# ---- enemy_life_ctrl ----
<file path="src/rtl/boxhead_pkg.sv">
// boxhead_pkg: shared life-state type and enemy tuning constants
// Also reused by the player-health block, so the names stay game-wide.
package boxhead_pkg;
  typedef enum logic [1:0] {ALIVE, HURT, DEAD} life_state_t;
  localparam int ENEMY_MAX_HP          = 20;
  localparam int ENEMY_HURT_FRAMES     = 8;
  localparam int ENEMY_RESPAWN_FRAMES  = 180;
  localparam int ENEMY_ATTACK_COOLDOWN = 60;
  localparam int ENEMY_ATTACK_DAMAGE   = 2;
endpackage

</file>
<file path="src/rtl/frame_countdown.sv">
// frame_countdown: 8-bit frame-paced down-counter with load priority
// Ports: clk_i/rst_i clock and sync reset; load_i/load_val_i reload;
// tick_i decrement enable (stops at zero); last_o count==1; zero_o count==0.
module frame_countdown (
  input  logic       clk_i,
  input  logic       rst_i,
  input  logic       load_i,
  input  logic [7:0] load_val_i,
  input  logic       tick_i,
  output logic       last_o,
  output logic       zero_o
);
  logic [7:0] count_q;
  always_ff @(posedge clk_i) begin
    if (rst_i) count_q <= 8'd0;
    else if (load_i) count_q <= load_val_i;
    else if (tick_i && count_q != 8'd0) count_q <= count_q - 8'd1;
  end
  assign last_o = count_q == 8'd1;
  assign zero_o = count_q == 8'd0;
endmodule

</file>
<file path="src/rtl/enemy_life_ctrl.sv">
// enemy_life_ctrl: per-enemy hit points, hurt/respawn timers and rate-limited attacks
// Ports: Clk/Reset; game_frame_clk_rising_edge frame strobe; Bullet_Hit/Bullet_Damage
// incoming hit; Enemy_Attack_Ready from movement; is_alive, Enemy_HP, Is_Hurt levels;
// Player_Damage_Pulse/Damage_Amount attack; Kill_Pulse and Respawn_Pulse events.
module enemy_life_ctrl
  import boxhead_pkg::*;
#(
  parameter int MAX_HP                 = ENEMY_MAX_HP,
  parameter int HURT_FRAMES            = ENEMY_HURT_FRAMES,
  parameter int RESPAWN_FRAMES         = ENEMY_RESPAWN_FRAMES,
  parameter int ATTACK_COOLDOWN_FRAMES = ENEMY_ATTACK_COOLDOWN,
  parameter int ATTACK_DAMAGE          = ENEMY_ATTACK_DAMAGE
) (
  input  logic       Clk,
  input  logic       Reset,
  input  logic       game_frame_clk_rising_edge,
  input  logic       Bullet_Hit,
  input  logic [3:0] Bullet_Damage,
  input  logic       Enemy_Attack_Ready,
  output logic       is_alive,
  output logic [7:0] Enemy_HP,
  output logic       Is_Hurt,
  output logic       Player_Damage_Pulse,
  output logic [3:0] Damage_Amount,
  output logic       Kill_Pulse,
  output logic       Respawn_Pulse
);
  if (MAX_HP > 255 || HURT_FRAMES > 255 || RESPAWN_FRAMES > 255 ||
      ATTACK_COOLDOWN_FRAMES > 255 || ATTACK_DAMAGE > 15) begin : g_param_check
    $error("enemy_life_ctrl: parameter out of range");
  end
  life_state_t state_q, state_d;
  logic [7:0]  hp_q, hp_d;
  logic        alive_q, hurt_q, kill_q, resp_q, atk_q;
  logic        frame, hit_ok, lethal, soft_hit, hurt_done, revive, attack;
  logic        hurt_last, hurt_zero, resp_last, resp_zero, cd_last, cd_zero;
  logic        unused_flags;
  assign frame = game_frame_clk_rising_edge;
  always_comb begin
    hit_ok    = Bullet_Hit && state_q != DEAD;
    // 9-bit compare so a big bullet never wraps HP; zero damage is never lethal
    lethal    = hit_ok && |Bullet_Damage && {5'd0, Bullet_Damage} >= {1'b0, hp_q};
    soft_hit  = hit_ok && !lethal;
    hurt_done = frame && state_q == HURT && hurt_last && !soft_hit;
    revive    = frame && state_q == DEAD && resp_last;
    // a kill on the same edge suppresses the attack
    attack    = frame && state_q != DEAD && !lethal && Enemy_Attack_Ready && cd_zero;
    state_d   = lethal ? DEAD : soft_hit ? HURT : (hurt_done || revive) ? ALIVE : state_q;
    hp_d      = lethal ? 8'd0 : soft_hit ? hp_q - {4'd0, Bullet_Damage} :
                revive ? 8'(MAX_HP) : hp_q;
  end
  frame_countdown u_hurt (
    .clk_i(Clk), .rst_i(Reset), .load_i(soft_hit), .load_val_i(8'(HURT_FRAMES)),
    .tick_i(frame && state_q == HURT), .last_o(hurt_last), .zero_o(hurt_zero)
  );
  frame_countdown u_respawn (
    .clk_i(Clk), .rst_i(Reset), .load_i(lethal), .load_val_i(8'(RESPAWN_FRAMES)),
    .tick_i(frame && state_q == DEAD), .last_o(resp_last), .zero_o(resp_zero)
  );
  // reloaded on revival too, so a freshly spawned enemy cannot strike at once
  frame_countdown u_cooldown (
    .clk_i(Clk), .rst_i(Reset), .load_i(attack || revive),
    .load_val_i(8'(ATTACK_COOLDOWN_FRAMES)),
    .tick_i(frame && state_q != DEAD && !lethal), .last_o(cd_last), .zero_o(cd_zero)
  );
  assign unused_flags = &{1'b0, hurt_zero, resp_zero, cd_last};
  always_ff @(posedge Clk) begin
    if (Reset) begin
      state_q <= ALIVE;
      hp_q    <= 8'(MAX_HP);
      alive_q <= 1'b1;
      hurt_q  <= 1'b0;
      kill_q  <= 1'b0;
      resp_q  <= 1'b0;
      atk_q   <= 1'b0;
    end else begin
      state_q <= state_d;
      hp_q    <= hp_d;
      alive_q <= state_d != DEAD;
      hurt_q  <= state_d == HURT;
      kill_q  <= lethal;
      resp_q  <= revive;
      atk_q   <= attack;
    end
  end
  assign is_alive            = alive_q;
  assign Enemy_HP            = hp_q;
  assign Is_Hurt             = hurt_q;
  assign Player_Damage_Pulse = atk_q;
  assign Damage_Amount       = 4'(ATTACK_DAMAGE);
  assign Kill_Pulse          = kill_q;
  assign Respawn_Pulse       = resp_q;
endmodule

</file>
<file path="config.mk">
export PLATFORM = sky130hd
export DESIGN_NAME = enemy_life_ctrl
export DESIGN_NICKNAME = d
export VERILOG_FILES = /design/src/rtl/boxhead_pkg.sv /design/src/rtl/frame_countdown.sv /design/src/rtl/enemy_life_ctrl.sv
export SDC_FILE = /design/constraint.sdc
export NUM_CORES = 1
export LEC_CHECK = 0
export ABC_CLOCK_PERIOD_IN_PS = 3050
export CAP_MARGIN = 20
export CORE_AREA = 2 2 113 82
export CTS_CLUSTER_SIZE = 8
export DETAILED_ROUTE_END_ITERATION = 16
export DIE_AREA = 0 0 115 84
export HOLD_SLACK_MARGIN = 0.02
export PLACE_DENSITY = 0.52
export SETUP_SLACK_MARGIN = 0.3
export SLEW_MARGIN = 20
export SYNTH_ARGS = -nofsm -noshare
export SYNTH_HDL_FRONTEND = slang
export SYNTH_SLANG_ARGS = --single-unit
</file>
<file path="constraint.sdc">
create_clock -name Clk -period 3.05 [get_ports Clk]
set_input_delay 0.7625 -clock Clk [delete_from_list [all_inputs] [get_ports Clk]]
set_output_delay 0.7625 -clock Clk [all_outputs]
set_load 0.05 [all_outputs]
</file>
# ---- dotp_mac_unit ----
--- src/rtl/dotp_pkg.sv ---
// Shared types and defaults for the dot-product MAC unit.
package dotp_pkg;

  typedef enum logic [1:0] {
    StIdle,
    StRun,
    StWrite,
    StDone
  } dotp_state_e;

  localparam int unsigned DefAddrWidth = 4;
  localparam int unsigned DefDataWidth = 8;
  localparam int unsigned DefBitsComp  = 4;
  localparam int unsigned DefAccWidth  = 16;

  // Largest unsigned value representable in `width` bits (capped at 32 bits).
  function automatic logic [31:0] ACC_MAX(input int unsigned width);
    if (width >= 32) begin
      ACC_MAX = 32'hffff_ffff;
    end else begin
      ACC_MAX = (32'd1 << width) - 32'd1;
    end
  endfunction

endpackage

--- src/rtl/dotp_mul_stage.sv ---
// Registered unsigned multiplier with valid bit; first pipeline stage of the MAC.
module dotp_mul_stage #(
  parameter int unsigned DataWidth = 8
) (
  input  logic                   clk_i,
  input  logic                   rst_i,
  input  logic                   clr_i,
  input  logic                   en_i,
  input  logic [DataWidth-1:0]   a_i,
  input  logic [DataWidth-1:0]   b_i,
  output logic [2*DataWidth-1:0] prod_o,
  output logic                   prod_v_o
);

  logic [2*DataWidth-1:0] prod_q, prod_d;
  logic                   prod_v_q, prod_v_d;

  always_comb begin
    prod_d   = prod_q;
    prod_v_d = en_i & ~clr_i;
    if (en_i) begin
      prod_d = {{DataWidth{1'b0}}, a_i} * {{DataWidth{1'b0}}, b_i};
    end
  end

  always_ff @(posedge clk_i or posedge rst_i) begin
    if (rst_i) begin
      prod_q   <= '0;
      prod_v_q <= 1'b0;
    end else begin
      prod_q   <= prod_d;
      prod_v_q <= prod_v_d;
    end
  end

  assign prod_o   = prod_q;
  assign prod_v_o = prod_v_q;

endmodule

--- src/rtl/dotp_mac_unit.sv ---
// Dot-product MAC: multiplies SRAM A/B operand pairs, accumulates Nums_Computation products
// and writes the sum to the result SRAM. Define DOTP_SATURATE_EN for saturating accumulation.
module dotp_mac_unit
  import dotp_pkg::*;
#(
  parameter int unsigned Addr_Width       = DefAddrWidth,
  parameter int unsigned Data_Width       = DefDataWidth,
  parameter int unsigned bits_Computation = DefBitsComp,
  parameter int unsigned Nums_Computation = 1 << bits_Computation,
  parameter int unsigned Acc_Width        = DefAccWidth
) (
  input  logic                      clk,
  input  logic                      Comp_reset,
  input  logic                      Computing,
  input  logic                      En_Read_A,
  input  logic                      En_Read_B,
  input  logic [Data_Width-1:0]     Data_A,
  input  logic [Data_Width-1:0]     Data_B,
  input  logic [Addr_Width-1:0]     Result_Addr,
  output logic                      Wr_En,
  output logic [Addr_Width-1:0]     Wr_Addr,
  output logic [Acc_Width-1:0]      Wr_Data,
  output logic [Acc_Width-1:0]      Result,
  output logic                      Done,
  output logic                      Busy,
  output logic [bits_Computation:0] Count
);

  localparam logic [bits_Computation:0] CountMax = (bits_Computation + 1)'(Nums_Computation);
  localparam logic [bits_Computation:0] CountOne = (bits_Computation + 1)'(1);

  dotp_state_e state_q, state_d;

  logic                      rd_v;
  logic                      rd_v_d1_q, rd_v_d1_d;
  logic [2*Data_Width-1:0]   prod;
  logic                      prod_v;
  logic                      run_start;
  logic                      acc_en;
  logic [Acc_Width-1:0]      acc_q, acc_d, acc_next;
  logic [bits_Computation:0] count_q, count_d;
  logic                      wr_en_q, wr_en_d;
  logic                      done_q, done_d;
  logic                      busy_q, busy_d;
  logic [Addr_Width-1:0]     wr_addr_q, wr_addr_d;
  logic [Acc_Width-1:0]      wr_data_q, wr_data_d;
  logic [Acc_Width-1:0]      result_q, result_d;

  assign rd_v      = En_Read_A & En_Read_B;
  assign run_start = (state_q == StIdle) && Computing;
  assign acc_en    = (state_q == StRun) && prod_v;

  dotp_mul_stage #(
    .DataWidth (Data_Width)
  ) u_mul (
    .clk_i    (clk),
    .rst_i    (Comp_reset),
    .clr_i    (run_start),
    .en_i     (rd_v_d1_q),
    .a_i      (Data_A),
    .b_i      (Data_B),
    .prod_o   (prod),
    .prod_v_o (prod_v)
  );

`ifdef DOTP_SATURATE_EN
  localparam logic [Acc_Width-1:0] AccMax = Acc_Width'(ACC_MAX(Acc_Width));

  logic             ovf_q, ovf_d;
  logic [Acc_Width:0] sum;

  // Once the sticky flag is set the accumulator is pinned at the maximum.
  always_comb begin
    sum      = {1'b0, acc_q} + (Acc_Width + 1)'(prod);
    acc_next = (ovf_q || sum[Acc_Width]) ? AccMax : sum[Acc_Width-1:0];
    ovf_d    = ovf_q;
    if (run_start) begin
      ovf_d = 1'b0;
    end else if (acc_en) begin
      ovf_d = ovf_q | sum[Acc_Width];
    end
  end

  always_ff @(posedge clk or posedge Comp_reset) begin
    if (Comp_reset) begin
      ovf_q <= 1'b0;
    end else begin
      ovf_q <= ovf_d;
    end
  end
`else
  always_comb begin
    acc_next = acc_q + Acc_Width'(prod);
  end
`endif

  always_comb begin
    state_d   = state_q;
    rd_v_d1_d = 1'b0;
    acc_d     = acc_q;
    count_d   = count_q;
    wr_en_d   = 1'b0;
    done_d    = 1'b0;
    wr_addr_d = wr_addr_q;
    wr_data_d = wr_data_q;
    result_d  = result_q;

    unique case (state_q)
      StIdle: begin
        if (Computing) begin
          state_d = StRun;
          acc_d   = '0;
          count_d = '0;
        end
      end
      StRun: begin
        rd_v_d1_d = rd_v;
        if (acc_en) begin
          acc_d   = acc_next;
          count_d = count_q + CountOne;
        end
        // Completion wins over a simultaneous abort.
        if (count_d == CountMax) begin
          state_d = StWrite;
        end else if (!Computing) begin
          state_d = StIdle;
        end
      end
      StWrite: begin
        wr_en_d   = 1'b1;
        wr_addr_d = Result_Addr;
        wr_data_d = acc_q;
        result_d  = acc_q;
        state_d   = StDone;
      end
      StDone: begin
        done_d  = 1'b1;
        state_d = StIdle;
      end
      default: state_d = StIdle;
    endcase

    busy_d = (state_d != StIdle);
  end

  always_ff @(posedge clk or posedge Comp_reset) begin
    if (Comp_reset) begin
      state_q   <= StIdle;
      rd_v_d1_q <= 1'b0;
      acc_q     <= '0;
      count_q   <= '0;
      wr_en_q   <= 1'b0;
      done_q    <= 1'b0;
      busy_q    <= 1'b0;
      wr_addr_q <= '0;
      wr_data_q <= '0;
      result_q  <= '0;
    end else begin
      state_q   <= state_d;
      rd_v_d1_q <= rd_v_d1_d;
      acc_q     <= acc_d;
      count_q   <= count_d;
      wr_en_q   <= wr_en_d;
      done_q    <= done_d;
      busy_q    <= busy_d;
      wr_addr_q <= wr_addr_d;
      wr_data_q <= wr_data_d;
      result_q  <= result_d;
    end
  end

  assign Wr_En   = wr_en_q;
  assign Wr_Addr = wr_addr_q;
  assign Wr_Data = wr_data_q;
  assign Result  = result_q;
  assign Done    = done_q;
  assign Busy    = busy_q;
  assign Count   = count_q;

endmodule
--- config.mk ---
export PLATFORM = sky130hd
export DESIGN_NAME = dotp_mac_unit
export DESIGN_NICKNAME = d
export VERILOG_FILES = /design/src/rtl/dotp_pkg.sv /design/src/rtl/dotp_mul_stage.sv /design/src/rtl/dotp_mac_unit.sv
export SDC_FILE = /design/constraint.sdc
export NUM_CORES = 1
export LEC_CHECK = 0
export ABC_CLOCK_PERIOD_IN_PS = 4950
export CORE_MARGIN = 1
export CORE_UTILIZATION = 45
export DETAILED_ROUTE_END_ITERATION = 10
export PLACE_DENSITY = 0.74
export SKIP_LAST_GASP = 1
export SYNTH_ARGS = -nofsm -noshare
export SYNTH_HDL_FRONTEND = slang
export SYNTH_SLANG_ARGS = --single-unit
--- constraint.sdc ---
create_clock -name clk -period 4.95 [get_ports clk]
set_input_delay 0.99 -clock clk [delete_from_list [all_inputs] [get_ports clk]]
set_output_delay 0.99 -clock clk [all_outputs]
set_load 0.01 [all_outputs]
# ---- visitor_dir_counter ----
==> src/rtl/visitor_pkg.sv <==
// Shared types and defaults for the visitor counter front-end.
package visitor_pkg;

    typedef enum logic [2:0] {
        StIdle,
        StEn1,
        StEn2,
        StEn3,
        StEx1,
        StEx2,
        StEx3,
        StClr
    } state_e;

    // Sensor patterns as {so, si}.
    localparam logic [1:0] PatNone = 2'b00;
    localparam logic [1:0] PatIn   = 2'b01;
    localparam logic [1:0] PatOut  = 2'b10;
    localparam logic [1:0] PatBoth = 2'b11;

    localparam int unsigned DefWidth      = 8;
    localparam int unsigned DefMaxCount   = 99;
    localparam int unsigned DefTimeoutCyc = 1000;

    function automatic logic is_active(state_e s);
        return (s != StIdle) && (s != StClr);
    endfunction

endpackage

==> src/rtl/sync2.sv <==
// Two-flop synchroniser for a single asynchronous input bit.
module sync2 (
    input  logic clk,
    input  logic rst,
    input  logic d,
    output logic q
);

    logic meta_q;

    always_ff @(posedge clk) begin
        if (rst) begin
            meta_q <= 1'b0;
            q      <= 1'b0;
        end else begin
            meta_q <= d;
            q      <= meta_q;
        end
    end

endmodule

==> src/rtl/visitor_dir_counter.sv <==
// Doorway direction decoder with timeout and a saturating occupancy count.
module visitor_dir_counter
    import visitor_pkg::*;
#(
    parameter int unsigned WIDTH       = DefWidth,
    parameter int unsigned MAX_COUNT   = DefMaxCount,
    parameter int unsigned TIMEOUT_CYC = DefTimeoutCyc
) (
    input  logic             clk,
    input  logic             rst,
    input  logic             s_out,
    input  logic             s_in,
    output logic [WIDTH-1:0] count,
    output logic             entry_pulse,
    output logic             exit_pulse,
    output logic             err_pulse,
    output logic             full,
    output logic             empty
);

    localparam int unsigned TmrWidth = $clog2(TIMEOUT_CYC);
    localparam logic [TmrWidth-1:0] TmrLast = TmrWidth'(TIMEOUT_CYC - 1);
    localparam logic [WIDTH-1:0] CntMax = WIDTH'(MAX_COUNT);

    logic so;
    logic si;

    sync2 u_sync_out (
        .clk (clk),
        .rst (rst),
        .d   (s_out),
        .q   (so)
    );

    sync2 u_sync_in (
        .clk (clk),
        .rst (rst),
        .d   (s_in),
        .q   (si)
    );

    state_e              state_q;
    state_e              state_d;
    logic [TmrWidth-1:0] tmr_q;
    logic                entry_done;
    logic                exit_done;
    logic [1:0]          pat;
    logic [WIDTH-1:0]    count_d;
    logic                entry_d;
    logic                exit_d;
    logic                err_d;

    assign pat = {so, si};

    always_comb begin
        state_d    = state_q;
        entry_done = 1'b0;
        exit_done  = 1'b0;
        unique case (state_q)
            StIdle: begin
                case (pat)
                    PatOut:  state_d = StEn1;
                    PatIn:   state_d = StEx1;
                    PatBoth: state_d = StClr;
                    default: state_d = StIdle;
                endcase
            end
            StEn1: begin
                case (pat)
                    PatOut:  state_d = StEn1;
                    PatBoth: state_d = StEn2;
                    PatNone: state_d = StIdle;
                    default: state_d = StClr;
                endcase
            end
            StEn2: begin
                case (pat)
                    PatBoth: state_d = StEn2;
                    PatIn:   state_d = StEn3;
                    PatOut:  state_d = StEn1;
                    default: state_d = StIdle;
                endcase
            end
            StEn3: begin
                case (pat)
                    PatIn:   state_d = StEn3;
                    PatBoth: state_d = StEn2;
                    PatNone: begin
                        state_d    = StIdle;
                        entry_done = 1'b1;
                    end
                    default: state_d = StClr;
                endcase
            end
            StEx1: begin
                case (pat)
                    PatIn:   state_d = StEx1;
                    PatBoth: state_d = StEx2;
                    PatNone: state_d = StIdle;
                    default: state_d = StClr;
                endcase
            end
            StEx2: begin
                case (pat)
                    PatBoth: state_d = StEx2;
                    PatOut:  state_d = StEx3;
                    PatIn:   state_d = StEx1;
                    default: state_d = StIdle;
                endcase
            end
            StEx3: begin
                case (pat)
                    PatOut:  state_d = StEx3;
                    PatBoth: state_d = StEx2;
                    PatNone: begin
                        state_d   = StIdle;
                        exit_done = 1'b1;
                    end
                    default: state_d = StClr;
                endcase
            end
            StClr: begin
                if (pat == PatNone) begin
                    state_d = StIdle;
                end
            end
            default: state_d = StIdle;
        endcase

        // A stalled crossing is abandoned even if it would have completed this cycle.
        if (is_active(state_q) && (tmr_q == TmrLast)) begin
            state_d    = StClr;
            entry_done = 1'b0;
            exit_done  = 1'b0;
        end
    end

    always_comb begin
        count_d = count;
        entry_d = 1'b0;
        exit_d  = 1'b0;
        err_d   = 1'b0;
        if (entry_done) begin
            if (count < CntMax) begin
                count_d = count + 1'b1;
                entry_d = 1'b1;
            end else begin
                err_d = 1'b1;
            end
        end else if (exit_done) begin
            if (count != '0) begin
                count_d = count - 1'b1;
                exit_d  = 1'b1;
            end else begin
                err_d = 1'b1;
            end
        end
    end

    always_ff @(posedge clk) begin
        if (rst) begin
            state_q     <= StIdle;
            tmr_q       <= '0;
            count       <= '0;
            full        <= 1'b0;
            empty       <= 1'b1;
            entry_pulse <= 1'b0;
            exit_pulse  <= 1'b0;
            err_pulse   <= 1'b0;
        end else begin
            state_q <= state_d;
            if (state_d != state_q) begin
                tmr_q <= '0;
            end else if (is_active(state_q)) begin
                tmr_q <= tmr_q + 1'b1;
            end else begin
                tmr_q <= '0;
            end
            count       <= count_d;
            full        <= (count_d == CntMax);
            empty       <= (count_d == '0);
            entry_pulse <= entry_d;
            exit_pulse  <= exit_d;
            err_pulse   <= err_d;
        end
    end

endmodule

==> config.mk <==
export PLATFORM = sky130hd
export DESIGN_NAME = visitor_dir_counter
export DESIGN_NICKNAME = d
export VERILOG_FILES = /design/src/rtl/visitor_pkg.sv /design/src/rtl/sync2.sv /design/src/rtl/visitor_dir_counter.sv
export SDC_FILE = /design/constraint.sdc
export NUM_CORES = 1
export LEC_CHECK = 0
export CORE_AREA = 2 2 52 78
export CTS_CLUSTER_SIZE = 12
export DETAILED_ROUTE_END_ITERATION = 10
export DIE_AREA = 0 0 54 80
export HOLD_SLACK_MARGIN = 0.12
export PLACE_DENSITY = 0.76
export SLEW_MARGIN = 20
export SYNTH_ARGS = -nofsm -noshare
export SYNTH_HDL_FRONTEND = slang
export SYNTH_SLANG_ARGS = --single-unit
==> constraint.sdc <==
create_clock -name clk -period 3.05 [get_ports clk]
set_clock_uncertainty 0.05 [all_clocks]
set_input_delay 0.61 -clock clk [delete_from_list [all_inputs] [get_ports clk]]
set_output_delay 0.61 -clock clk [all_outputs]
set_load 0.005 [all_outputs]
# ---- bouncing_ball_flat ----
**config.mk**
```make
export PLATFORM = sky130hd
export DESIGN_NAME = bouncing_ball_flat
export DESIGN_NICKNAME = d
export VERILOG_FILES = /design/src/rtl/bouncing_ball_pkg.sv /design/src/rtl/bouncing_ball_if.sv /design/src/rtl/ball_collide.sv /design/src/rtl/bouncing_ball.sv /design/src/flat_wrapper.sv
export SDC_FILE = /design/constraint.sdc
export NUM_CORES = 1
export LEC_CHECK = 0
export ABC_AREA = 1
export CAP_MARGIN = 5
export CORE_ASPECT_RATIO = 1.5
export CORE_UTILIZATION = 45
export DETAILED_ROUTE_END_ITERATION = 12
export GPL_TIMING_DRIVEN = 0
export PLACE_DENSITY = 0.65
export SLEW_MARGIN = 0
export SYNTH_ARGS = -nofsm -noshare
export SYNTH_HDL_FRONTEND = slang
export SYNTH_HIERARCHICAL = 1
export SYNTH_SLANG_ARGS = --single-unit
```
**constraint.sdc**
```tcl
create_clock -name clk -period 6.65 [get_ports clk]
set_clock_uncertainty 0.2 [all_clocks]
set_input_delay 1.33 -clock clk [delete_from_list [all_inputs] [get_ports clk]]
set_output_delay 1.33 -clock clk [all_outputs]
set_load 0.005 [all_outputs]
```
**src/rtl/bouncing_ball_pkg.sv**
```systemverilog
// Shared game package: coordinate widths, playfield defaults and FSM state codes.
// Imported by the ball interface, the collision block and the ball controller.
package bouncing_ball_pkg;

  localparam int COORD_W = 13;
  localparam int ARITH_W = 14;
  localparam int HITS_W  = 8;
  localparam int CNT_W   = 16;

  localparam int DEF_COLS = 640;
  localparam int DEF_ROWS = 480;

  localparam logic [1:0] ST_IDLE  = 2'd0;
  localparam logic [1:0] ST_SERVE = 2'd1;
  localparam logic [1:0] ST_PLAY  = 2'd2;
  localparam logic [1:0] ST_MISS  = 2'd3;

  typedef logic signed [ARITH_W-1:0] coord_s_t;

  function automatic coord_s_t to_s(input logic [COORD_W-1:0] v);
    return $signed({1'b0, v});
  endfunction

endpackage

```
**src/rtl/bouncing_ball_if.sv**
```systemverilog
// Frame/paddle inputs and ball status outputs of the bouncing ball block.
// master drives the frame and paddle signals; slave is the ball controller.
interface bouncing_ball_if;
  import bouncing_ball_pkg::*;

  logic               newFrame;
  logic               active;
  logic               serve;
  logic [COORD_W-1:0] pRow;
  logic [COORD_W-1:0] pCol;
  logic [COORD_W-1:0] pH;
  logic [COORD_W-1:0] pW;
  logic [COORD_W-1:0] bRow;
  logic [COORD_W-1:0] bCol;
  logic [COORD_W-1:0] bSize;
  logic [1:0]         state;
  logic               hit;
  logic               miss;
  logic [HITS_W-1:0]  hits;

  modport master (
    output newFrame, active, serve, pRow, pCol, pH, pW,
    input  bRow, bCol, bSize, state, hit, miss, hits
  );

  modport slave (
    input  newFrame, active, serve, pRow, pCol, pH, pW,
    output bRow, bCol, bSize, state, hit, miss, hits
  );

endinterface

```
**src/rtl/ball_collide.sv**
```systemverilog
// Combinational next-position logic for one PLAY frame: candidate move,
// left-wall miss, paddle overlap and wall clamping, in that priority order.
module ball_collide
  import bouncing_ball_pkg::*;
#(
  parameter int SIZE  = 10,
  parameter int COLS  = DEF_COLS,
  parameter int ROWS  = DEF_ROWS,
  parameter int SPEED = 2
) (
  input  logic [COORD_W-1:0] i_row,
  input  logic [COORD_W-1:0] i_col,
  input  coord_s_t           i_dx,
  input  coord_s_t           i_dy,
  input  logic [COORD_W-1:0] i_p_row,
  input  logic [COORD_W-1:0] i_p_col,
  input  logic [COORD_W-1:0] i_p_h,
  input  logic [COORD_W-1:0] i_p_w,
  output logic               o_miss,
  output logic               o_hit,
  output logic [COORD_W-1:0] o_row,
  output logic [COORD_W-1:0] o_col,
  output coord_s_t           o_dx,
  output coord_s_t           o_dy
);

  localparam coord_s_t           HALF_LO = coord_s_t'(SIZE >> 1);
  localparam coord_s_t           HALF_HI = coord_s_t'((SIZE - 1) >> 1);
  localparam coord_s_t           SPD     = coord_s_t'(SPEED);
  localparam coord_s_t           ROWS_S  = coord_s_t'(ROWS);
  localparam coord_s_t           COLS_S  = coord_s_t'(COLS);
  localparam logic [COORD_W-1:0] ROW_MIN = COORD_W'(SIZE >> 1);
  localparam logic [COORD_W-1:0] ROW_MAX = COORD_W'(ROWS - 1 - ((SIZE - 1) >> 1));
  localparam logic [COORD_W-1:0] COL_MAX = COORD_W'(COLS - 1 - ((SIZE - 1) >> 1));

  coord_s_t w_cand_row, w_cand_col;
  coord_s_t w_top, w_bot, w_left, w_right;
  coord_s_t w_p_top, w_p_bot, w_p_left, w_p_right;
  logic     w_overlap;

  assign w_cand_row = to_s(i_row) + i_dy;
  assign w_cand_col = to_s(i_col) + i_dx;

  assign w_top   = w_cand_row - HALF_LO;
  assign w_bot   = w_cand_row + HALF_HI;
  assign w_left  = w_cand_col - HALF_LO;
  assign w_right = w_cand_col + HALF_HI;

  // Paddle extents use the same asymmetric split as the ball for even sizes.
  assign w_p_top   = to_s(i_p_row) - (to_s(i_p_h) >>> 1);
  assign w_p_bot   = to_s(i_p_row) + ((to_s(i_p_h) - 14'sd1) >>> 1);
  assign w_p_left  = to_s(i_p_col) - (to_s(i_p_w) >>> 1);
  assign w_p_right = to_s(i_p_col) + ((to_s(i_p_w) - 14'sd1) >>> 1);

  assign w_overlap = (w_left <= w_p_right) && (w_right >= w_p_left) &&
                     (w_top  <= w_p_bot)   && (w_bot   >= w_p_top);

  always_comb begin
    // NOTE: every output gets a default first so no path leaves one unassigned (no latch).
    o_miss = 1'b0;
    o_hit  = 1'b0;
    o_row  = i_row;
    o_col  = i_col;
    o_dx   = i_dx;
    o_dy   = i_dy;
    if (w_left < 0) begin
      o_miss = 1'b1;
    end else if (w_overlap) begin
      // Ball stays put on a paddle hit; only the vertical wall still reflects dy.
      o_hit = 1'b1;
      o_dx  = (i_col >= i_p_col) ? SPD : -SPD;
      if (w_top < 0)            o_dy = SPD;
      else if (w_bot >= ROWS_S) o_dy = -SPD;
    end else begin
      o_row = COORD_W'(w_cand_row);
      o_col = COORD_W'(w_cand_col);
      if (w_top < 0) begin
        o_row = ROW_MIN;
        o_dy  = SPD;
      end else if (w_bot >= ROWS_S) begin
        o_row = ROW_MAX;
        o_dy  = -SPD;
      end
      if (w_right >= COLS_S) begin
        o_col = COL_MAX;
        o_dx  = -SPD;
      end
    end
  end

endmodule

```
**src/rtl/bouncing_ball.sv**
```systemverilog
// Bouncing ball controller: IDLE/SERVE/PLAY/MISS state machine advancing one
// step per active frame pulse, with hit/miss pulses and a saturating hit count.
module bouncing_ball
  import bouncing_ball_pkg::*;
#(
  parameter int SIZE         = 10,
  parameter int COLS         = DEF_COLS,
  parameter int ROWS         = DEF_ROWS,
  parameter int SPEED        = 2,
  parameter int SERVE_FRAMES = 60
) (
  input logic             clk,
  input logic             reset,
  bouncing_ball_if.slave  bus
);

  localparam logic [COORD_W-1:0] ROW_C   = COORD_W'(ROWS / 2);
  localparam logic [COORD_W-1:0] COL_C   = COORD_W'(COLS / 2);
  localparam coord_s_t           SPD     = coord_s_t'(SPEED);
  localparam logic [CNT_W-1:0]   CNT_END = CNT_W'(SERVE_FRAMES - 1);

  logic [1:0]         r_state;
  logic [COORD_W-1:0] r_row, r_col;
  coord_s_t           r_dx, r_dy;
  logic [CNT_W-1:0]   r_cnt;
  logic [HITS_W-1:0]  r_hits;
  logic               r_hit, r_miss;

  logic               w_step;
  logic               w_miss, w_hit;
  logic [COORD_W-1:0] w_row, w_col;
  coord_s_t           w_dx, w_dy;

  assign w_step = bus.newFrame & bus.active & ~reset;

  ball_collide #(
    .SIZE  (SIZE),
    .COLS  (COLS),
    .ROWS  (ROWS),
    .SPEED (SPEED)
  ) u_collide (
    .i_row   (r_row),
    .i_col   (r_col),
    .i_dx    (r_dx),
    .i_dy    (r_dy),
    .i_p_row (bus.pRow),
    .i_p_col (bus.pCol),
    .i_p_h   (bus.pH),
    .i_p_w   (bus.pW),
    .o_miss  (w_miss),
    .o_hit   (w_hit),
    .o_row   (w_row),
    .o_col   (w_col),
    .o_dx    (w_dx),
    .o_dy    (w_dy)
  );

  always_ff @(posedge clk) begin
    // NOTE: state registers use non-blocking assignments so every update sees pre-edge values.
    if (reset) begin
      r_state <= ST_IDLE;
      r_row   <= ROW_C;
      r_col   <= COL_C;
      r_dx    <= SPD;
      r_dy    <= SPD;
      r_cnt   <= '0;
      r_hits  <= '0;
      r_hit   <= 1'b0;
      r_miss  <= 1'b0;
    end else begin
      r_hit  <= 1'b0;
      r_miss <= 1'b0;
      if (w_step) begin
        case (r_state)
          ST_IDLE: begin
            if (bus.serve) begin
              r_state <= ST_SERVE;
              r_hits  <= '0;
              r_cnt   <= '0;
            end
          end
          ST_SERVE: begin
            r_cnt <= r_cnt + 1'b1;
            if (r_cnt == CNT_END) r_state <= ST_PLAY;
          end
          ST_PLAY: begin
            if (w_miss) begin
              r_state <= ST_MISS;
              r_miss  <= 1'b1;
            end else begin
              r_row <= w_row;
              r_col <= w_col;
              r_dx  <= w_dx;
              r_dy  <= w_dy;
              if (w_hit) begin
                r_hit <= 1'b1;
                if (r_hits != '1) r_hits <= r_hits + 1'b1;
              end
            end
          end
          default: begin
            r_state <= ST_IDLE;
            r_row   <= ROW_C;
            r_col   <= COL_C;
            r_dx    <= SPD;
          end
        endcase
      end
    end
  end

  assign bus.bRow  = r_row;
  assign bus.bCol  = r_col;
  assign bus.bSize = COORD_W'(SIZE);
  assign bus.state = r_state;
  assign bus.hit   = r_hit;
  assign bus.miss  = r_miss;
  assign bus.hits  = r_hits;

endmodule

```
**src/flat_wrapper.sv**
```systemverilog
// flat-port wrapper written by rule: the top's interface ports become plain ports
module bouncing_ball_flat import bouncing_ball_pkg::*;
#(
  parameter int SIZE         = 10,
  parameter int COLS         = DEF_COLS,
  parameter int ROWS         = DEF_ROWS,
  parameter int SPEED        = 2,
  parameter int SERVE_FRAMES = 60
)
  (clk, reset, bus_newFrame, bus_active, bus_serve, bus_pRow, bus_pCol, bus_pH, bus_pW, bus_bRow, bus_bCol, bus_bSize, bus_state, bus_hit, bus_miss, bus_hits);
  bouncing_ball_if bus_i ();
  input logic clk;
  input logic reset;
  input wire logic [$bits(bus_i.newFrame)-1:0] bus_newFrame;
  input wire logic [$bits(bus_i.active)-1:0] bus_active;
  input wire logic [$bits(bus_i.serve)-1:0] bus_serve;
  input wire logic [$bits(bus_i.pRow)-1:0] bus_pRow;
  input wire logic [$bits(bus_i.pCol)-1:0] bus_pCol;
  input wire logic [$bits(bus_i.pH)-1:0] bus_pH;
  input wire logic [$bits(bus_i.pW)-1:0] bus_pW;
  output wire logic [$bits(bus_i.bRow)-1:0] bus_bRow;
  output wire logic [$bits(bus_i.bCol)-1:0] bus_bCol;
  output wire logic [$bits(bus_i.bSize)-1:0] bus_bSize;
  output wire logic [$bits(bus_i.state)-1:0] bus_state;
  output wire logic [$bits(bus_i.hit)-1:0] bus_hit;
  output wire logic [$bits(bus_i.miss)-1:0] bus_miss;
  output wire logic [$bits(bus_i.hits)-1:0] bus_hits;
  assign bus_i.newFrame = bus_newFrame;
  assign bus_i.active = bus_active;
  assign bus_i.serve = bus_serve;
  assign bus_i.pRow = bus_pRow;
  assign bus_i.pCol = bus_pCol;
  assign bus_i.pH = bus_pH;
  assign bus_i.pW = bus_pW;
  assign bus_bRow = bus_i.bRow;
  assign bus_bCol = bus_i.bCol;
  assign bus_bSize = bus_i.bSize;
  assign bus_state = bus_i.state;
  assign bus_hit = bus_i.hit;
  assign bus_miss = bus_i.miss;
  assign bus_hits = bus_i.hits;
  bouncing_ball #(.SIZE(SIZE), .COLS(COLS), .ROWS(ROWS), .SPEED(SPEED), .SERVE_FRAMES(SERVE_FRAMES)) u_core (.clk(clk), .reset(reset), .bus(bus_i));
endmodule
```

==> notes/layouts.md <==
Pictures saved along the way, in no particular order.

Routing congestion.
picture 1
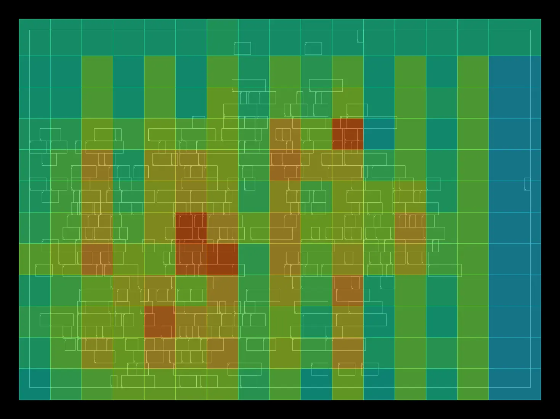
picture 2
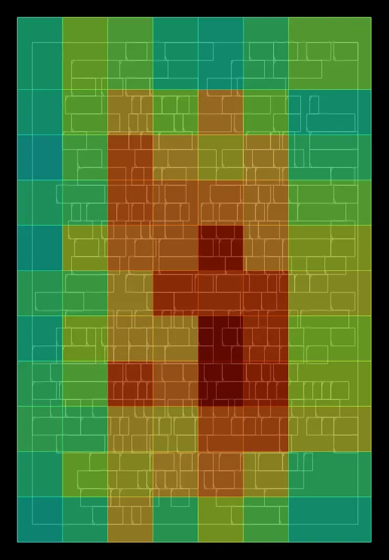
picture 3
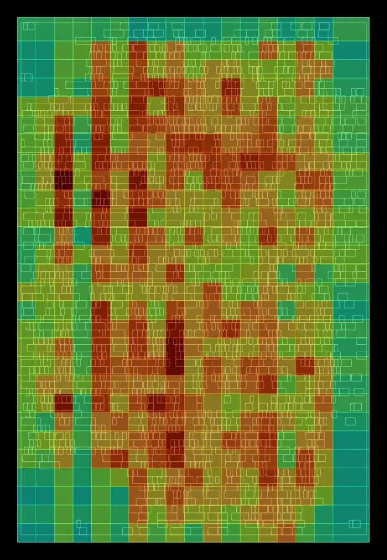
picture 4
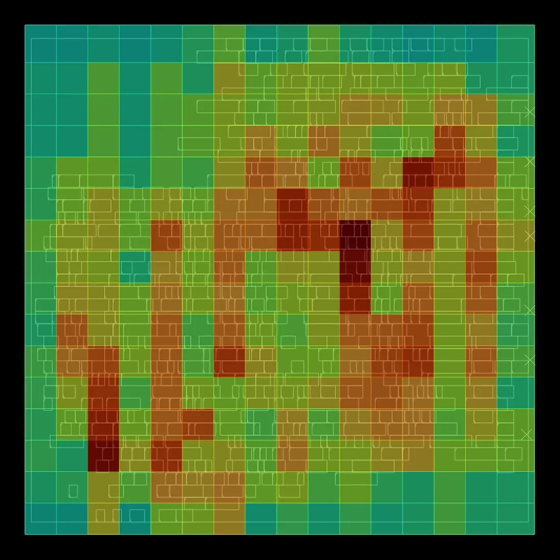
The one with the lowest utilization is picture 1.
The one with the lowest track usage is picture 1.
Picture 1 comes from enemy_life_ctrl.
Picture 3 comes from bouncing_ball_flat.
Picture 2 comes from visitor_dir_counter.
Picture 4 comes from dotp_mac_unit.

**dotp_mac_unit: metal layers overlaid**

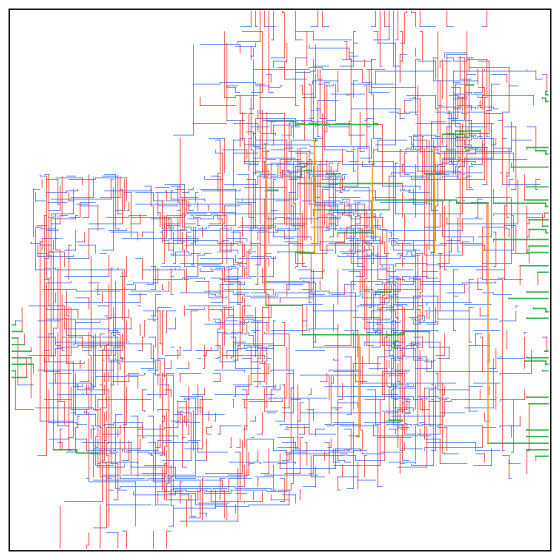
legend:
  metal 1:
    color: blue
    wire_length: 4890 µm
  metal 4:
    color: orange
    wire_length: 177 µm
  metal 3:
    color: green
    wire_length: 356 µm
  metal 2:
    color: red
    wire_length: 5760 µm
total wire length: 11200 µm
total track usage: 19.5%
routed len/inst: 14.2 µm

**dotp_mac_unit: clock wires, drivers and flops**

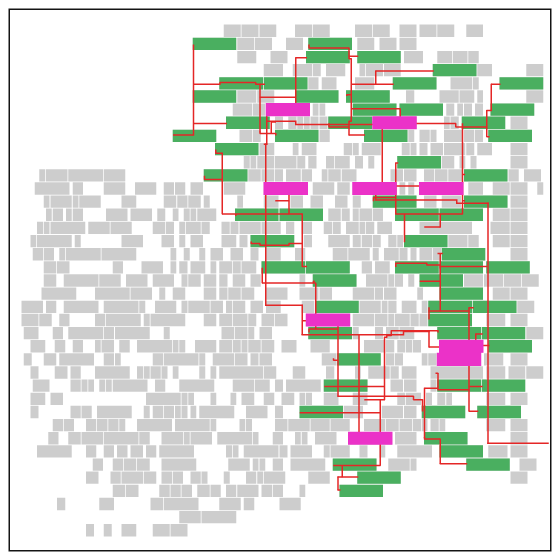
legend:
  clock wires:
    color: red
    length: 858 µm
  clock drivers:
    color: magenta
    count: 9
  flip-flops:
    color: green
    count: 64
routed clock nets: 10
Clk power: 0.670 mW
clk_skew: 7.53 ps
power share of the clock group: 26.0%

==> run_results.csv, dotp_mac_unit <==
group,metric,value,unit
outcome,status,"complete, but fails checks",
outcome,failed_checks,"design-rule violations",
yosys,synthArstFlopShare,100,%
finish,layout.cells.most_common,"dfrtp_1",
setup_path,regToRegSetupSlack,2360,ps
finish,synthToLayoutAreaGrowth,23.4,%
detailed_routing,post-route-drc-count,7,
finish,fin_area,0.00669,mm²
timing,setup-violations-final,0,
min_path,hold_path.class,"register to register",
place,pre_cts_ws,-509,ps
setup_path,crit_family,"adder cells",
global_route,busiest_layer,"met2",
finish,clock_buffers,9,
global_route,use_met3,2.78,%
power,max-vdd-ir-drop,0.000212,V
min_path,worstHoldStart,"u_mul.prod_o[9]",
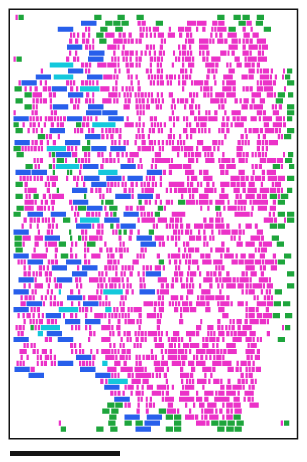
**Above:** bouncing_ball_flat (placement by cell class).
Bar = 50 µm.
legend:
  clock drivers and dummy loads:
    color: cyan
    cells: 16
    share_of_their_area: 2.7%
  combinational and other logic:
    color: magenta
    cells: 1681
    share_of_their_area: 74%
  sequential cells:
    color: blue
    cells: 82
    share_of_their_area: 13%
  remaining buffers and delay cells:
    color: green
    cells: 138
    share_of_their_area: 9.8%
Core Rows: 70
Core Region: 0.0244 mm²
post-layout util: 53.0%

==> run_results.csv, bouncing_ball_flat <==
group,metric,value,unit
finish,seq-cell-share,12.7,%
setup_path,arrival,6280,ps
detailed_routing,wl,30200,µm
timing,max-slew-margin-rel,56.7,%
power,p_int,1.09,mW
setup_path,critPathMaxFanout,10,
clock_tree,cts_tree,"yes",
setup_path,regToRegSetupSlack,1390,ps
setup_path,startpoint_type,"input port",
floorplanning,die_x,131,µm
setup_path,crit_path_max_incr_delay,450,ps
place,place_congestion,0.899,
place,pre_cts_ws,-314,ps
outcome,status,"complete, no violations",
floorplanning,chip_area,0.0255,mm²
clock_tree,worstSkewPairLatency,340,ps
finish,seq_cells,82,
detailed_routing,wl_met3,946,µm
floorplanning,taps,324,
timing,fin_tns_setup,0,ps
min_path,hold_path.class,"register to register",
yosys,largest_area_cell,"ha_1",
yosys,synth_seq_share,14.7,%
**visitor_dir_counter: placement by cell class**

Bar = 20 µm.
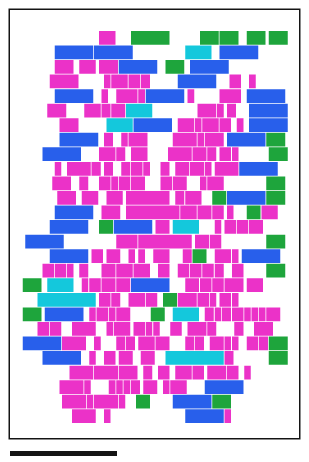
legend:
  remaining buffers and delay cells:
    color: green
    cells: 24
    share_of_their_area: 9.9%
  combinational and other logic:
    color: magenta
    cells: 195
    share_of_their_area: 58%
  clock drivers and dummy loads:
    color: cyan
    cells: 8
    share_of_their_area: 6.1%
  sequential cells:
    color: blue
    cells: 30
    share_of_their_area: 26%
Seq/total area: 25.0%
Core Rows: 27
Core Region: 0.00365 mm²

==> run_results.csv, visitor_dir_counter <==
group,metric,value,unit
power,leakage,0.803,nW
power,switchingPower,0.437,mW
place,pre_cts_ws,261,ps
setup_path,required,3170,ps
timing,hold_viol,0,
clock_tree,cts-hold-fix-buffers,0,
floorplanning,die_x,54,µm
yosys,ys_chip_area,0.00198,mm²
global_route,grt_antenna_before_repair,0,
clock_tree,cts_resized,0,
min_path,min_to,"u_sync_out.q",
yosys,synth_compound_gate_area_share,22.5,%
yosys,topCellsByArea,"dfxtp_1, ha_1, nor2_1",
finish,seq_area,601,µm²
detailed_routing,post-route-drc-count,0,
floorplanning,io_pins,17,
place,place_congestion,0.873,
finish,clock_buffers,6,
timing,rsz0062_at_grt,"false",
setup_path,r2r-end,"tmr_q[1]",
detailed_routing,vias_per_cell,6.22,
place,hpwlAfterDp,3510,µm
outcome,status,"complete, no violations",
power,p_clk,0.504,mW
finish,largest_reg_flops,10,
setup_path,r2r_cells,8,
floorplanning,die.size.y,80,µm
power,pwr-share-seq,34.0,%
finish,seq_cells,30,
power,seq-power,0.462,mW
setup_path,startpoint_type,"register",
**enemy_life_ctrl: clock wires, drivers and flops**

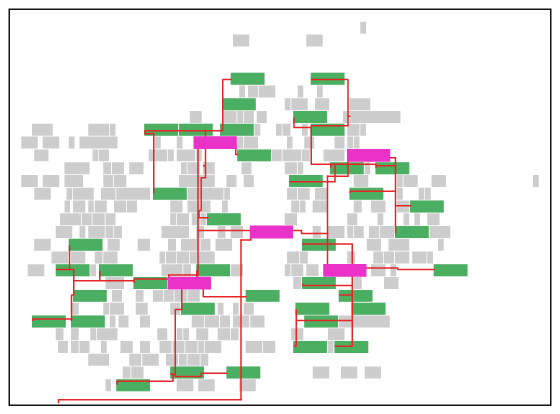
legend:
  clock wires:
    color: red
    length: 557 µm
  clock drivers:
    color: magenta
    count: 5
  flip-flops:
    color: green
    count: 39
routed clock nets: 6
clk_skew: 6.95 ps
Worst-Skew Late Latency: 280 ps
Clk power: 0.678 mW
power share of the clock group: 32.5%

==> run_results.csv, enemy_life_ctrl <==
group,metric,value,unit
outcome,status,"complete, no violations",
timing,hold_ws,470,ps
timing,setup-violations-final,0,
yosys,syn_area,0.00212,mm²
setup_path,startpoint_type,"input port",
global_route,overflow,0,
timing,report.final.slew_viol_count,0,
yosys,common_cells,"dfxtp_1, nor2_1, inv_1",
finish,instances_no_fill,394,
power,seq-power,0.660,mW
clock_tree,cts-hold-fix-buffers,0,
setup_path,r2r_cells,8,
clock_tree,cts_tree,"yes",
global_route,grt_pass1_wl,8040,µm
clock_tree,postCtsSetupRepairBufs,3,
floorplanning,die.size.y,84,µm
finish,clkCellAreaFrac,6.87,%

# ---- char_stream_arbiter ----
### src/rtl/char_stream_arbiter.sv
// Word-granular two-source round-robin arbiter feeding one registered character stream.
// Optional build macro CSA_CASEFOLD_EN: fold accepted 'A'-'Z' to lower case on the way out.
module char_stream_arbiter #(
  parameter int          MAX_WORD = 16,
  parameter int          IDLE_MAX = 8,
  parameter logic [7:0]  DELIM    = 8'd32
) (
  input  logic       clk,
  input  logic       reset,
  input  logic       req0_valid,
  input  logic [7:0] req0_char,
  output logic       req0_ready,
  input  logic       req1_valid,
  input  logic [7:0] req1_char,
  output logic       req1_ready,
  output logic       out_valid,
  output logic [7:0] out_char,
  output logic       out_src,
  output logic       out_last,
  input  logic       out_ready,
  output logic       forced,
  output logic       abort
);

  localparam int CW = $clog2(MAX_WORD + 1);
  localparam int IW = $clog2(IDLE_MAX + 1);
  localparam logic [CW-1:0] MAX_C  = CW'(MAX_WORD);
  localparam logic [IW-1:0] IDLE_C = IW'(IDLE_MAX);

  typedef enum logic [1:0] {S_IDLE, S_GRANT0, S_GRANT1} state_t;

  state_t        state_q, state_d;
  logic          rr_q, rr_d;
  logic [CW-1:0] cnt_q, cnt_d, cnt_inc;
  logic [IW-1:0] idle_q, idle_d, idle_inc;
  logic          out_valid_q, out_valid_d;
  logic [7:0]    out_char_q, out_char_d;
  logic          out_src_q, out_src_d;
  logic          out_last_q, out_last_d;
  logic          forced_q, forced_d;
  logic          abort_q, abort_d;

  logic          g_src, g_valid, accept;
  logic [7:0]    g_char;

  function automatic logic [7:0] fold(input logic [7:0] c);
`ifdef CSA_CASEFOLD_EN
    return (c >= 8'd65 && c <= 8'd90) ? c + 8'd32 : c;
`else
    return c;
`endif
  endfunction

  always_ff @(posedge clk) begin
    if (!reset) begin
      state_q     <= S_IDLE;
      rr_q        <= 1'b0;
      cnt_q       <= '0;
      idle_q      <= '0;
      out_valid_q <= 1'b0;
      out_char_q  <= 8'd0;
      out_src_q   <= 1'b0;
      out_last_q  <= 1'b0;
      forced_q    <= 1'b0;
      abort_q     <= 1'b0;
    end else begin
      state_q     <= state_d;
      rr_q        <= rr_d;
      cnt_q       <= cnt_d;
      idle_q      <= idle_d;
      out_valid_q <= out_valid_d;
      out_char_q  <= out_char_d;
      out_src_q   <= out_src_d;
      out_last_q  <= out_last_d;
      forced_q    <= forced_d;
      abort_q     <= abort_d;
    end
  end

  always_comb begin
    g_src       = (state_q == S_GRANT1);
    g_valid     = g_src ? req1_valid : req0_valid;
    g_char      = g_src ? req1_char : req0_char;
    accept      = (req0_ready || req1_ready) && g_valid;
    cnt_inc     = cnt_q + CW'(1);
    idle_inc    = idle_q + IW'(1);
    state_d     = state_q;
    rr_d        = rr_q;
    cnt_d       = cnt_q;
    idle_d      = idle_q;
    out_valid_d = out_valid_q;
    out_char_d  = out_char_q;
    out_src_d   = out_src_q;
    out_last_d  = out_last_q;
    forced_d    = 1'b0;
    abort_d     = 1'b0;
    if (out_valid_q && out_ready) begin
      out_valid_d = 1'b0;
      out_last_d  = 1'b0;
    end
    case (state_q)
      S_IDLE: begin
        if (req0_valid && req1_valid) state_d = rr_q ? S_GRANT1 : S_GRANT0;
        else if (req0_valid)          state_d = S_GRANT0;
        else if (req1_valid)          state_d = S_GRANT1;
      end
      default: begin
        if (accept) begin
          out_valid_d = 1'b1;
          out_char_d  = fold(g_char);
          out_src_d   = g_src;
          idle_d      = '0;
          if (g_char == DELIM || cnt_inc == MAX_C) begin
            out_last_d = 1'b1;
            forced_d   = (g_char != DELIM);
            state_d    = S_IDLE;
            rr_d       = ~g_src;
            cnt_d      = '0;
          end else begin
            out_last_d = 1'b0;
            cnt_d      = cnt_inc;
          end
        end else if (!g_valid) begin
          // word lock: a silent granted source keeps the grant until the timeout
          if (idle_inc == IDLE_C) begin
            abort_d = 1'b1;
            state_d = S_IDLE;
            rr_d    = ~g_src;
            cnt_d   = '0;
            idle_d  = '0;
          end else begin
            idle_d = idle_inc;
          end
        end else begin
          idle_d = '0;
        end
      end
    endcase
  end

  always_comb begin
    req0_ready = (state_q == S_GRANT0) && (!out_valid_q || out_ready);
    req1_ready = (state_q == S_GRANT1) && (!out_valid_q || out_ready);
    out_valid  = out_valid_q;
    out_char   = out_char_q;
    out_src    = out_src_q;
    out_last   = out_last_q;
    forced     = forced_q;
    abort      = abort_q;
  end

endmodule
### config.mk
export PLATFORM = sky130hd
export DESIGN_NAME = char_stream_arbiter
export DESIGN_NICKNAME = d
export VERILOG_FILES = /design/src/rtl/char_stream_arbiter.sv
export SDC_FILE = /design/constraint.sdc
export NUM_CORES = 1
export LEC_CHECK = 0
export ABC_AREA = 1
export ABC_CLOCK_PERIOD_IN_PS = 1800
export CORE_MARGIN = 2
export CORE_UTILIZATION = 40
export DETAILED_ROUTE_END_ITERATION = 10
export PLACE_DENSITY = 0.68
export SYNTH_ARGS = -nofsm -noshare
export SYNTH_HDL_FRONTEND = slang
export SYNTH_SLANG_ARGS = --single-unit
### constraint.sdc
create_clock -name clk -period 1.8 [get_ports clk]
set_input_delay 0.27 -clock clk [delete_from_list [all_inputs] [get_ports clk]]
set_output_delay 0.27 -clock clk [all_outputs]
set_load 0.02 [all_outputs]
**char_stream_arbiter: supply network**

Bar = 20 µm. Pins as bars on the die edge. Tap cells in gray.
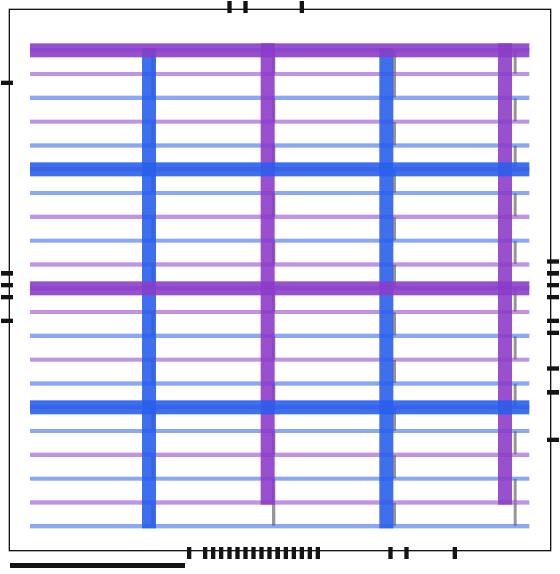
legend:
  VSS:
    color: blue
  VDD:
    color: purple
signal pins: 36
met5 straps: 4
rows: 20
peak supply drop: 0.000702 V
Core Region: 0.00310 mm²
Die Ht: 61.7 µm
Die Width: 61.7 µm

==> run_results.csv <==
group,metric,value,unit
finish,layout_top_cells,"nand2_1, clkdlybuf4s50_1, dfxtp_1",
finish,fillers,308,
timing,fin_tns_setup,0,ps
clock_tree,postCtsSetupRepairBufs,0,
power,switchingPower,0.923,mW
timing,setup-violations-final,0,
timing,finalClockSkew,6.14,ps
floorplanning,chip_area,0.00381,mm²
finish,drive_above_1_share,14.9,%
finish,seq_area,503,µm²
timing,tightest_slew,599,ps
clock_tree,h-tree-depth,1,
setup_path,crit_path_max_incr_delay,370,ps
setup_path,critical_path_buf_inv_count,2,
finish,fin_area,0.00183,mm²
finish,n_all_buffers,47,
place,pre_cts_ws,-157,ps
timing,fmax,594,MHz
power,fin_total_pwr,2.22,mW
outcome,status,"complete, no violations",
yosys,edf_count,0,
place,port-buffer-count,35,
finish,bufAreaShareNonClock,24.6,%
run,warnings,27,
power,top_power_group,"combinational cells",
clock_tree,cts_max_path_buffers,2,
timing,report.final.slew_viol_count,0,
yosys,synth_area_per_cell,7.01,µm²
setup_path,path_class,"register to primary output",
timing,hold_viol,0,
clock_tree,cts_resized,3,
finish,largest_reg_flops,8,


==> screenshots <==
Clock wires, drivers and flops.
Plate I
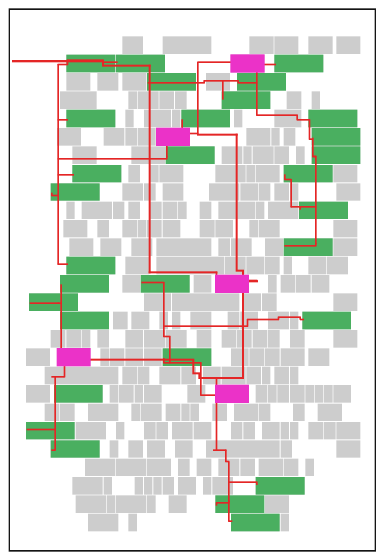
Plate II
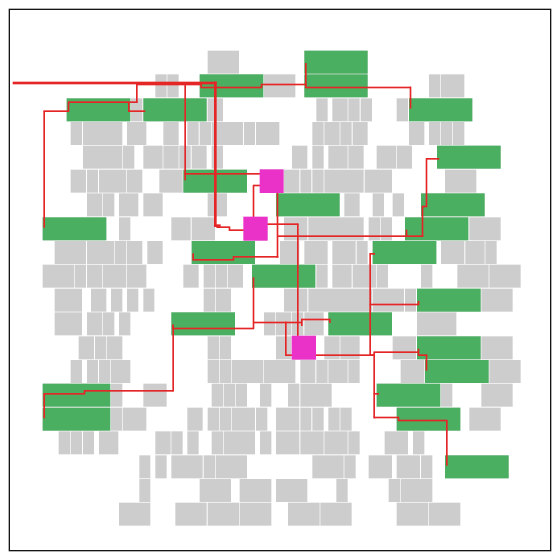
Plate III
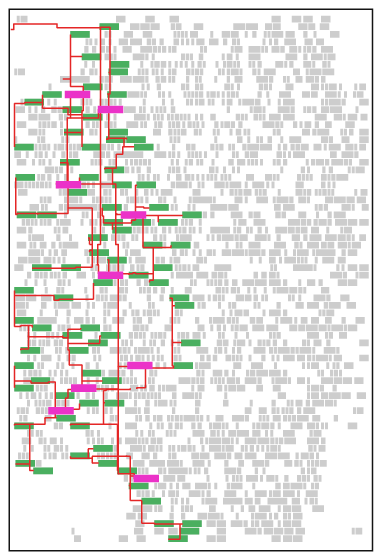
bouncing_ball_flat -> Plate III
char_stream_arbiter -> Plate II
visitor_dir_counter -> Plate I
Of these, most sequential cells: Plate III

Power figures rest on the tool's default switching activity, not on a simulated workload.
